==================== design 1
Figure 1. Cells by drive strength (design 1).
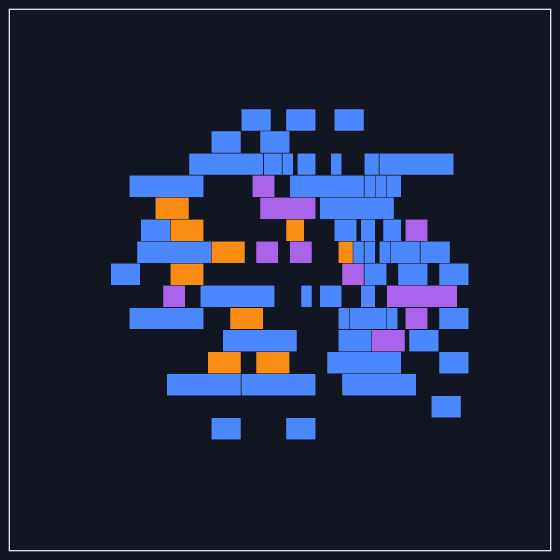
$ cat config.mk
export PLATFORM = sky130hd
export DESIGN_NAME = sipo_word_ctrl
export DESIGN_NICKNAME = d
export VERILOG_FILES = /design/src/rtl/sipo_pkg.sv /design/src/rtl/sipo_shift_reg.sv /design/src/rtl/sipo_word_ctrl.sv
export SDC_FILE = /design/constraint.sdc
export NUM_CORES = 1
export LEC_CHECK = 0
export CAP_MARGIN = 0
export CORE_MARGIN = 10
export CORE_UTILIZATION = 27
export DETAILED_ROUTE_END_ITERATION = 8
export PLACE_DENSITY = 0.61
export SLEW_MARGIN = 20
export SYNTH_ARGS = -nofsm -noshare
export SYNTH_HDL_FRONTEND = slang
export SYNTH_SLANG_ARGS = --single-unit
$ cat constraint.sdc
create_clock -name clk -period 1.9 [get_ports clk]
set_input_delay 0.475 -clock clk [delete_from_list [all_inputs] [get_ports clk]]
set_output_delay 0.475 -clock clk [all_outputs]
set_load 0.01 [all_outputs]
$ cat src/rtl/sipo_pkg.sv
// Shared types and defaults for the serial-in/parallel-out capture path.
// Imported by the shift register and the word controller.
package sipo_pkg;

  localparam int DEF_WIDTH = 4;

  typedef enum logic {
    IDLE  = 1'b0,
    SHIFT = 1'b1
  } state_t;

endpackage

$ cat src/rtl/sipo_shift_reg.sv
// WIDTH-bit left shifter; new bits enter at the LSB.
// Holds its contents whenever shift_en is low.
module sipo_shift_reg
  import sipo_pkg::*;
#(
  parameter int WIDTH = DEF_WIDTH
) (
  input  logic             clk,
  input  logic             reset_n,
  input  logic             shift_en,
  input  logic             d_in,
  output logic [WIDTH-1:0] q
);

  always_ff @(posedge clk or negedge reset_n) begin
    if (!reset_n) begin
      q <= '0;
    end else if (shift_en) begin
      q <= {q[WIDTH-2:0], d_in};
    end
  end

endmodule

$ cat src/rtl/sipo_word_ctrl.sv
// Frame-aligned serial word capture with a single-entry
// valid/ready output register and a sticky overrun flag.
module sipo_word_ctrl
  import sipo_pkg::*;
#(
  parameter int WIDTH = DEF_WIDTH,
  parameter int CNT_W = $clog2(WIDTH + 1)
) (
  input  logic             clk,
  input  logic             reset_n,
  input  logic             en,
  input  logic             s_in,
  input  logic             s_valid,
  input  logic             s_start,
  output logic [WIDTH-1:0] p_data,
  output logic             p_valid,
  input  logic             p_ready,
  output logic             busy,
  output logic [CNT_W-1:0] bit_cnt,
  output logic             overrun,
  input  logic             clr_ovr
);

  localparam logic [CNT_W-1:0] LAST = CNT_W'(WIDTH - 1);

  state_t           state;
  logic [WIDTH-1:0] q;
  logic             take;
  logic             start;
  logic             done;
  logic             drop;
  logic [WIDTH-1:0] word;

  assign start = en & s_valid & s_start;
  assign take  = en & s_valid
               & (s_start | (state == SHIFT));
  assign done  = take & ~s_start
               & (state == SHIFT)
               & (bit_cnt == LAST);
  assign word  = {q[WIDTH-2:0], s_in};
  assign drop  = done & p_valid & ~p_ready;

  sipo_shift_reg #(
    .WIDTH (WIDTH)
  ) u_shift (
    .clk      (clk),
    .reset_n  (reset_n),
    .shift_en (take),
    .d_in     (s_in),
    .q        (q)
  );

  always_ff @(posedge clk or negedge reset_n) begin
    if (!reset_n) begin
      state   <= IDLE;
      bit_cnt <= '0;
      busy    <= 1'b0;
    end else if (!en) begin
      state   <= IDLE;
      bit_cnt <= '0;
      busy    <= 1'b0;
    end else if (start) begin
      // Start in IDLE and resync in SHIFT look alike.
      state   <= SHIFT;
      bit_cnt <= CNT_W'(1);
      busy    <= 1'b1;
    end else if (done) begin
      state   <= IDLE;
      bit_cnt <= '0;
      busy    <= 1'b0;
    end else if (take) begin
      bit_cnt <= bit_cnt + 1'b1;
    end
  end

  always_ff @(posedge clk or negedge reset_n) begin
    if (!reset_n) begin
      p_data  <= '0;
      p_valid <= 1'b0;
    end else if (done && !drop) begin
      p_data  <= word;
      p_valid <= 1'b1;
    end else if (p_valid && p_ready) begin
      p_valid <= 1'b0;
    end
  end

  always_ff @(posedge clk or negedge reset_n) begin
    if (!reset_n) begin
      overrun <= 1'b0;
    end else if (drop) begin
      overrun <= 1'b1;
    end else if (clr_ovr) begin
      overrun <= 1'b0;
    end
  end

endmodule

==> summary.txt <==
Reports from this run.

- The flow ran to the end, and the final reports show no timing, DRC or antenna violations.
- According to the Yosys statistics, the synthesized design has a chip area of just under 600 sq um.
- The vertical die dimension reads around 67 um.
- The report lists the number of standard-cell rows as 16.
- The clock drives 13 sinks.
- The length of routed wiring on met1 reads 460 um.
- The non-clock inverter instance count of the final layout reads 4.
- The nature of the critical path endpoint is a primary output.
- The placed standard-cell area is ~820 sq um.
- Multi-input logic gates represent a cell area share of 29.1%.
- The cts-stage hold buffer count is 0.
- The via density per instance reads around 4.5.
- Per the post-synthesis report, the nets total roughly 55.
- The maximum fanout along the worst path is 6.
- Yosys instantiated no cell more often than sky130_fd_sc_hd__dfrtp_1.
- The synthesized netlist cell count is roughly 46.
- The time the final worst path needs with I/O delays and setup is approximately 1800 ps.
- The worst vdd rail ir drop is roughly 0.00043 V.
Notes on Figure 1 above:
[_0 and _1 cells] blue | cells: 52 | share: 73%
[_3 and _4 cells] purple | cells: 10 | share: 14%
[_2 cells] orange | cells: 9 | share: 13%
number of non-clock buffers in the layout: 21
P&R area growth vs syn: 44.6%

-- cells by family after synthesis --
| kind of cell | share of synthesized area, % |
|---|---|
| compound gates | 9.60 |
| fa+ha+maj | 2.13 |
| buf+inv | 2.56 |
| flops | 55.4 |
| mux | 13.4 |
| simple gates | 16.8 |
-- final timing paths --
path / slack (ps) / endpoint / startpoint
worst max-delay path: 120 / busy / state
worst min-delay path: 510 / u_shift.q[2] / u_shift.q[2]
worst max register to register: 230 / p_data[1] / bit_cnt[0]
worst min register to register: 510 / u_shift.q[2] / u_shift.q[2]
max in group asynchronous: 950 / bit_cnt[0] / reset_n
min in group asynchronous: 570 / p_data[3] / reset_n
-- layout by cell type (no fill, tap or decap), types with 2 or more instances in the layout --
cell / instances
sky130_fd_sc_hd__buf_4: 4
sky130_fd_sc_hd__clkbuf_4: 3
sky130_fd_sc_hd__clkdlybuf4s50_1: 17
sky130_fd_sc_hd__dfrtp_1: 13
sky130_fd_sc_hd__inv_1: 4
sky130_fd_sc_hd__mux2_2: 7
sky130_fd_sc_hd__nand2_1: 5
sky130_fd_sc_hd__nand3_1: 2
sky130_fd_sc_hd__o21ai_0: 2

==================== design 2
Figure 2. Gate families picked out (design 2).
Bar = 20 um.
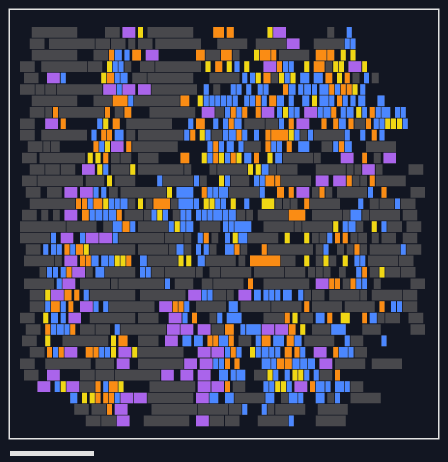
Figure 3. Routed clock nets over the placement (design 2).
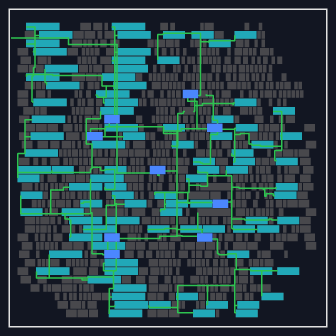
Figure 4. Signal wires on met3 (design 2).
Cells faint in the background.
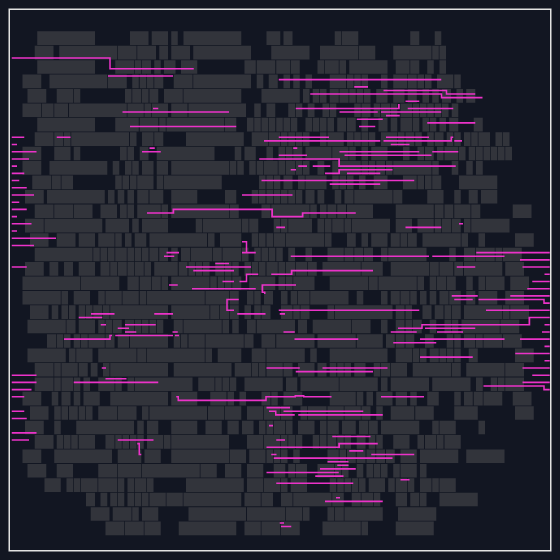
**src/rtl/axis_frame_gen_pkg.sv**
```systemverilog
// Shared types and LFSR constants for the AXI-Stream frame generator.
// The LFSR items are only used when AXIS_FRAME_GEN_LFSR_EN is defined.
package axis_frame_gen_pkg;

    typedef enum logic [1:0] {
        IDLE = 2'd0,
        SEND = 2'd1,
        GAP  = 2'd2,
        DONE = 2'd3
    } state_e;

    localparam int unsigned       LFSR_W    = 32;
    localparam logic [LFSR_W-1:0] LFSR_POLY = 32'h8020_0003;

    // Right-shifting Galois form: the bit shifted out selects the tap mask.
    function automatic logic [LFSR_W-1:0] lfsr_step(input logic [LFSR_W-1:0] s);
        return (s >> 1) ^ (s[0] ? LFSR_POLY : '0);
    endfunction

endpackage

```
**src/rtl/axis_lfsr.sv**
```systemverilog
// 32-bit Galois LFSR with synchronous seed load and step enable.
// A zero seed would lock the register up, so it is replaced by 1.
module axis_lfsr
    import axis_frame_gen_pkg::*;
(
    input  logic              i_clk,
    input  logic              i_rstn,
    input  logic              i_load,
    input  logic [LFSR_W-1:0] i_seed,
    input  logic              i_step,
    output logic [LFSR_W-1:0] o_state
);

    logic [LFSR_W-1:0] state_d, state_q;

    always_comb begin
        state_d = state_q;
        if (i_load) begin
            state_d = (i_seed == '0) ? LFSR_W'(1) : i_seed;
        end else if (i_step) begin
            state_d = lfsr_step(state_q);
        end
    end

    always_ff @(posedge i_clk) begin
        if (!i_rstn) begin
            state_q <= LFSR_W'(1);
        end else begin
            state_q <= state_d;
        end
    end

    assign o_state = state_q;

endmodule

```
**src/rtl/axis_frame_gen.sv**
```systemverilog
// AXI-Stream frame transmitter: cnt frames of len beats with a gap between frames.
// Define AXIS_FRAME_GEN_LFSR_EN to take the payload from a 32-bit LFSR instead of a counter.
module axis_frame_gen
    import axis_frame_gen_pkg::*;
#(
    parameter int unsigned DATA_WIDTH = 8,
    parameter int unsigned LEN_W      = 16,
    parameter int unsigned GAP_W      = 8
) (
    input  logic                  i_clk,
    input  logic                  i_rstn,
    input  logic                  i_start,
    input  logic [LEN_W-1:0]      i_frame_len,
    input  logic [LEN_W-1:0]      i_frame_cnt,
    input  logic [GAP_W-1:0]      i_gap,
    input  logic [DATA_WIDTH-1:0] i_seed,
    output logic                  o_busy,
    output logic                  o_done,
    output logic [DATA_WIDTH-1:0] m_axis_tdata,
    output logic                  m_axis_tuser,
    output logic                  m_axis_tlast,
    output logic                  m_axis_tvalid,
    input  logic                  m_axis_tready
);

    state_e                state_d, state_q;
    logic [LEN_W-1:0]      len_m1_d, len_m1_q, cnt_m1_d, cnt_m1_q;
    logic [LEN_W-1:0]      beat_d, beat_q, frame_d, frame_q;
    logic [GAP_W-1:0]      gap_d, gap_q, gap_cnt_d, gap_cnt_q;
    logic [DATA_WIDTH-1:0] tdata_d, tdata_q;
    logic                  tvalid_d, tvalid_q, tuser_d, tuser_q, tlast_d, tlast_q;
    logic                  busy_d, busy_q, done_d, done_q;
    logic                  start_ok, hs;
    logic [DATA_WIDTH-1:0] first_data, next_data;

    // DONE is already not busy, so a new run may start in the o_done cycle.
    assign start_ok = i_start && (i_frame_len != '0) && (i_frame_cnt != '0)
                      && ((state_q == IDLE) || (state_q == DONE));
    assign hs       = tvalid_q && m_axis_tready;

`ifdef AXIS_FRAME_GEN_LFSR_EN
    logic [LFSR_W-1:0] lfsr_seed, lfsr_state, lfsr_nxt;

    assign lfsr_seed = LFSR_W'(i_seed);

    axis_lfsr u_lfsr (
        .i_clk   (i_clk),
        .i_rstn  (i_rstn),
        .i_load  (start_ok),
        .i_seed  (lfsr_seed),
        .i_step  (hs),
        .o_state (lfsr_state)
    );

    // tdata mirrors the low LFSR bits, so the value after a step is the next payload.
    assign lfsr_nxt   = lfsr_step(lfsr_state);
    assign first_data = (lfsr_seed == '0) ? DATA_WIDTH'(1) : i_seed;
    assign next_data  = lfsr_nxt[DATA_WIDTH-1:0];
`else
    assign first_data = i_seed;
    assign next_data  = tdata_q + DATA_WIDTH'(1);
`endif

    always_comb begin
        state_d   = state_q;
        len_m1_d  = len_m1_q;
        cnt_m1_d  = cnt_m1_q;
        gap_d     = gap_q;
        beat_d    = beat_q;
        frame_d   = frame_q;
        gap_cnt_d = gap_cnt_q;
        tdata_d   = tdata_q;
        tvalid_d  = tvalid_q;
        tuser_d   = tuser_q;
        tlast_d   = tlast_q;
        busy_d    = busy_q;
        done_d    = 1'b0;

        case (state_q)
            IDLE, DONE: begin
                state_d = IDLE;
                if (start_ok) begin
                    state_d  = SEND;
                    len_m1_d = i_frame_len - LEN_W'(1);
                    cnt_m1_d = i_frame_cnt - LEN_W'(1);
                    gap_d    = i_gap;
                    beat_d   = '0;
                    frame_d  = '0;
                    tdata_d  = first_data;
                    tvalid_d = 1'b1;
                    tuser_d  = 1'b1;
                    tlast_d  = (i_frame_len == LEN_W'(1));
                    busy_d   = 1'b1;
                end
            end
            SEND: begin
                if (hs) begin
                    tdata_d = next_data;
                    if (beat_q == len_m1_q) begin
                        beat_d  = '0;
                        tuser_d = 1'b0;
                        tlast_d = 1'b0;
                        if (frame_q == cnt_m1_q) begin
                            state_d  = DONE;
                            tvalid_d = 1'b0;
                            busy_d   = 1'b0;
                            done_d   = 1'b1;
                        end else begin
                            frame_d = frame_q + LEN_W'(1);
                            if (gap_q == '0) begin
                                tuser_d = 1'b1;
                                tlast_d = (len_m1_q == '0);
                            end else begin
                                state_d   = GAP;
                                gap_cnt_d = GAP_W'(1);
                                tvalid_d  = 1'b0;
                            end
                        end
                    end else begin
                        beat_d  = beat_q + LEN_W'(1);
                        tuser_d = 1'b0;
                        tlast_d = ((beat_q + LEN_W'(1)) == len_m1_q);
                    end
                end
            end
            GAP: begin
                if (gap_cnt_q == gap_q) begin
                    state_d  = SEND;
                    tvalid_d = 1'b1;
                    tuser_d  = 1'b1;
                    tlast_d  = (len_m1_q == '0);
                end else begin
                    gap_cnt_d = gap_cnt_q + GAP_W'(1);
                end
            end
            default: state_d = IDLE;
        endcase
    end

    always_ff @(posedge i_clk) begin
        if (!i_rstn) begin
            state_q   <= IDLE;
            beat_q    <= '0;
            frame_q   <= '0;
            gap_cnt_q <= '0;
            tdata_q   <= '0;
            tvalid_q  <= 1'b0;
            tuser_q   <= 1'b0;
            tlast_q   <= 1'b0;
            busy_q    <= 1'b0;
            done_q    <= 1'b0;
        end else begin
            state_q   <= state_d;
            beat_q    <= beat_d;
            frame_q   <= frame_d;
            gap_cnt_q <= gap_cnt_d;
            tdata_q   <= tdata_d;
            tvalid_q  <= tvalid_d;
            tuser_q   <= tuser_d;
            tlast_q   <= tlast_d;
            busy_q    <= busy_d;
            done_q    <= done_d;
        end
    end

    // Run parameters are only meaningful once a start is accepted.
    always_ff @(posedge i_clk) begin
        len_m1_q <= len_m1_d;
        cnt_m1_q <= cnt_m1_d;
        gap_q    <= gap_d;
    end

    assign o_busy        = busy_q;
    assign o_done        = done_q;
    assign m_axis_tdata  = tdata_q;
    assign m_axis_tuser  = tuser_q;
    assign m_axis_tlast  = tlast_q;
    assign m_axis_tvalid = tvalid_q;

endmodule

```
**config.mk**
```make
export PLATFORM = sky130hd
export DESIGN_NAME = axis_frame_gen
export DESIGN_NICKNAME = d
export VERILOG_FILES = /design/src/rtl/axis_frame_gen_pkg.sv /design/src/rtl/axis_lfsr.sv /design/src/rtl/axis_frame_gen.sv
export SDC_FILE = /design/constraint.sdc
export NUM_CORES = 1
export LEC_CHECK = 0
export ABC_AREA = 1
export CAP_MARGIN = 0
export CORE_MARGIN = 2
export CORE_UTILIZATION = 62
export CTS_CLUSTER_SIZE = 12
export DETAILED_ROUTE_END_ITERATION = 8
export PLACE_DENSITY = 0.86
export SYNTH_ARGS = -nofsm -noshare
export SYNTH_HDL_FRONTEND = slang
export SYNTH_SLANG_ARGS = --single-unit
```
**constraint.sdc**
```tcl
create_clock -name i_clk -period 6.56 [get_ports i_clk]
set_input_delay 1.312 -clock i_clk [delete_from_list [all_inputs] [get_ports i_clk]]
set_output_delay 1.312 -clock i_clk [all_outputs]
set_load 0.02 [all_outputs]
```
==> summary.txt <==
Reports from this run.

- The run finished with clean final reports.
- The layout filler cell count is 711.
- Per the final layout report, the fraction of cells sized above drive strength 1 comes to approximately 6.7%.
- The endpoint of the most critical register-to-register path reads beat_q[10].
- The number of gates given a new drive strength after cts is 0.
- TritonCTS built the clock tree.
- The antenna cell count reads 0.
- The launching instance or port of the critical path reads i_frame_cnt[0].
- The number of max-slew violations in the final report reads 0.
- The critical path goes through clkdlybuf4s50_1 > inv_1 > ha_1 > inv_1 > nor4_1 > nand2_1 > nand3_1 > nand2_1 > nand2_4 > o21ai_1 > nor3b_1.
- The first global-routing pass estimated between 20000 and 25000 um of wire.
- The master of the slowest instance on the critical path reads sky130_fd_sc_hd__o21ai_1.
- The number of antenna violations at the first check in global routing is 0.
- The share of the yosys chip area belonging to registers is between 30% and 40%.
- The via count of the first global-routing pass is slightly above 5000.
- The weighted congestion at the end of routability-driven global placement reads 1.00.
## Picture notes: Figure 2
[inv cells] yellow | cells: 84 | most used: inv_1
[nor cells] orange | cells: 141 | most used: nor2_1 | where: spread over the die
[xor and xnor cells] purple | cells: 70 | most used: xnor2_1
[nand cells] blue | cells: 276 | most used: nand2_1 | where: spread over the die

## Picture notes: Figure 3
[clock wires] green | length: 1130 um
[flip-flops] cyan | count: 95
[clock drivers] blue | count: 9
routed clock nets: 10
flops lie: spread over the die

## Picture notes: Figure 4
main direction: horizontal
longest straight run: 30.4 um
nets with wire on the layer: 135
share of all routed wire: 8.7%
wire length on this layer: 1240 um
wirelength, routed: 14200 um
global-route track usage on met3: 4.38%
via count: 5565

-- registers in the layout (all words and copies together) (netlist names) --
| name | cells |
|---|---|
| beat_q | 16 |
| cnt_m1_q | 16 |
| frame_q | 16 |
| gap_cnt_q | 8 |
| gap_q | 8 |
| len_m1_q | 16 |
| m_axis_tdata | 8 |
| m_axis_tlast | 1 |
| m_axis_tuser | 1 |
| m_axis_tvalid | 1 |
| o_busy | 1 |
| o_done | 1 |
| state_q | 2 |
-- cell usage in the layout (no fill, tap or decap), types with 34 or more instances in the layout --
cell type,count
sky130_fd_sc_hd__nand2_1,199
sky130_fd_sc_hd__nor2_1,99
sky130_fd_sc_hd__inv_1,79
sky130_fd_sc_hd__clkdlybuf4s50_1,64
sky130_fd_sc_hd__dfxtp_1,55
sky130_fd_sc_hd__o21ai_0,44
sky130_fd_sc_hd__edfxtp_1,40
sky130_fd_sc_hd__nand3_1,39
sky130_fd_sc_hd__xnor2_1,36
sky130_fd_sc_hd__xor2_1,34
-- layer usage --
layer  global-route usage, %  up-vias
met5                       0        -
met4                    7.28        0
met3                    4.38       30
met2                    46.5      280
met1                    38.1     2522
li1                        -     2733


==> layout pictures side by side <==
Routing congestion map.
panel A
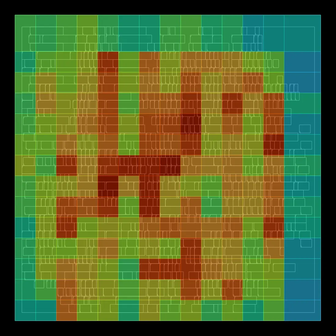
panel B
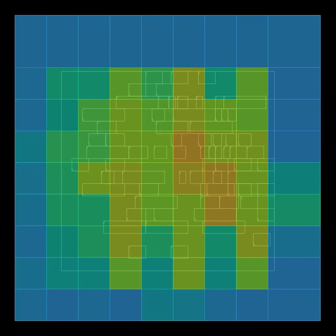
Of these, highest track usage: panel A
| picture | from |
|---|---|
| panel B | design 1 |
| panel A | design 2 |

Power and IR drop assume default switching activity.
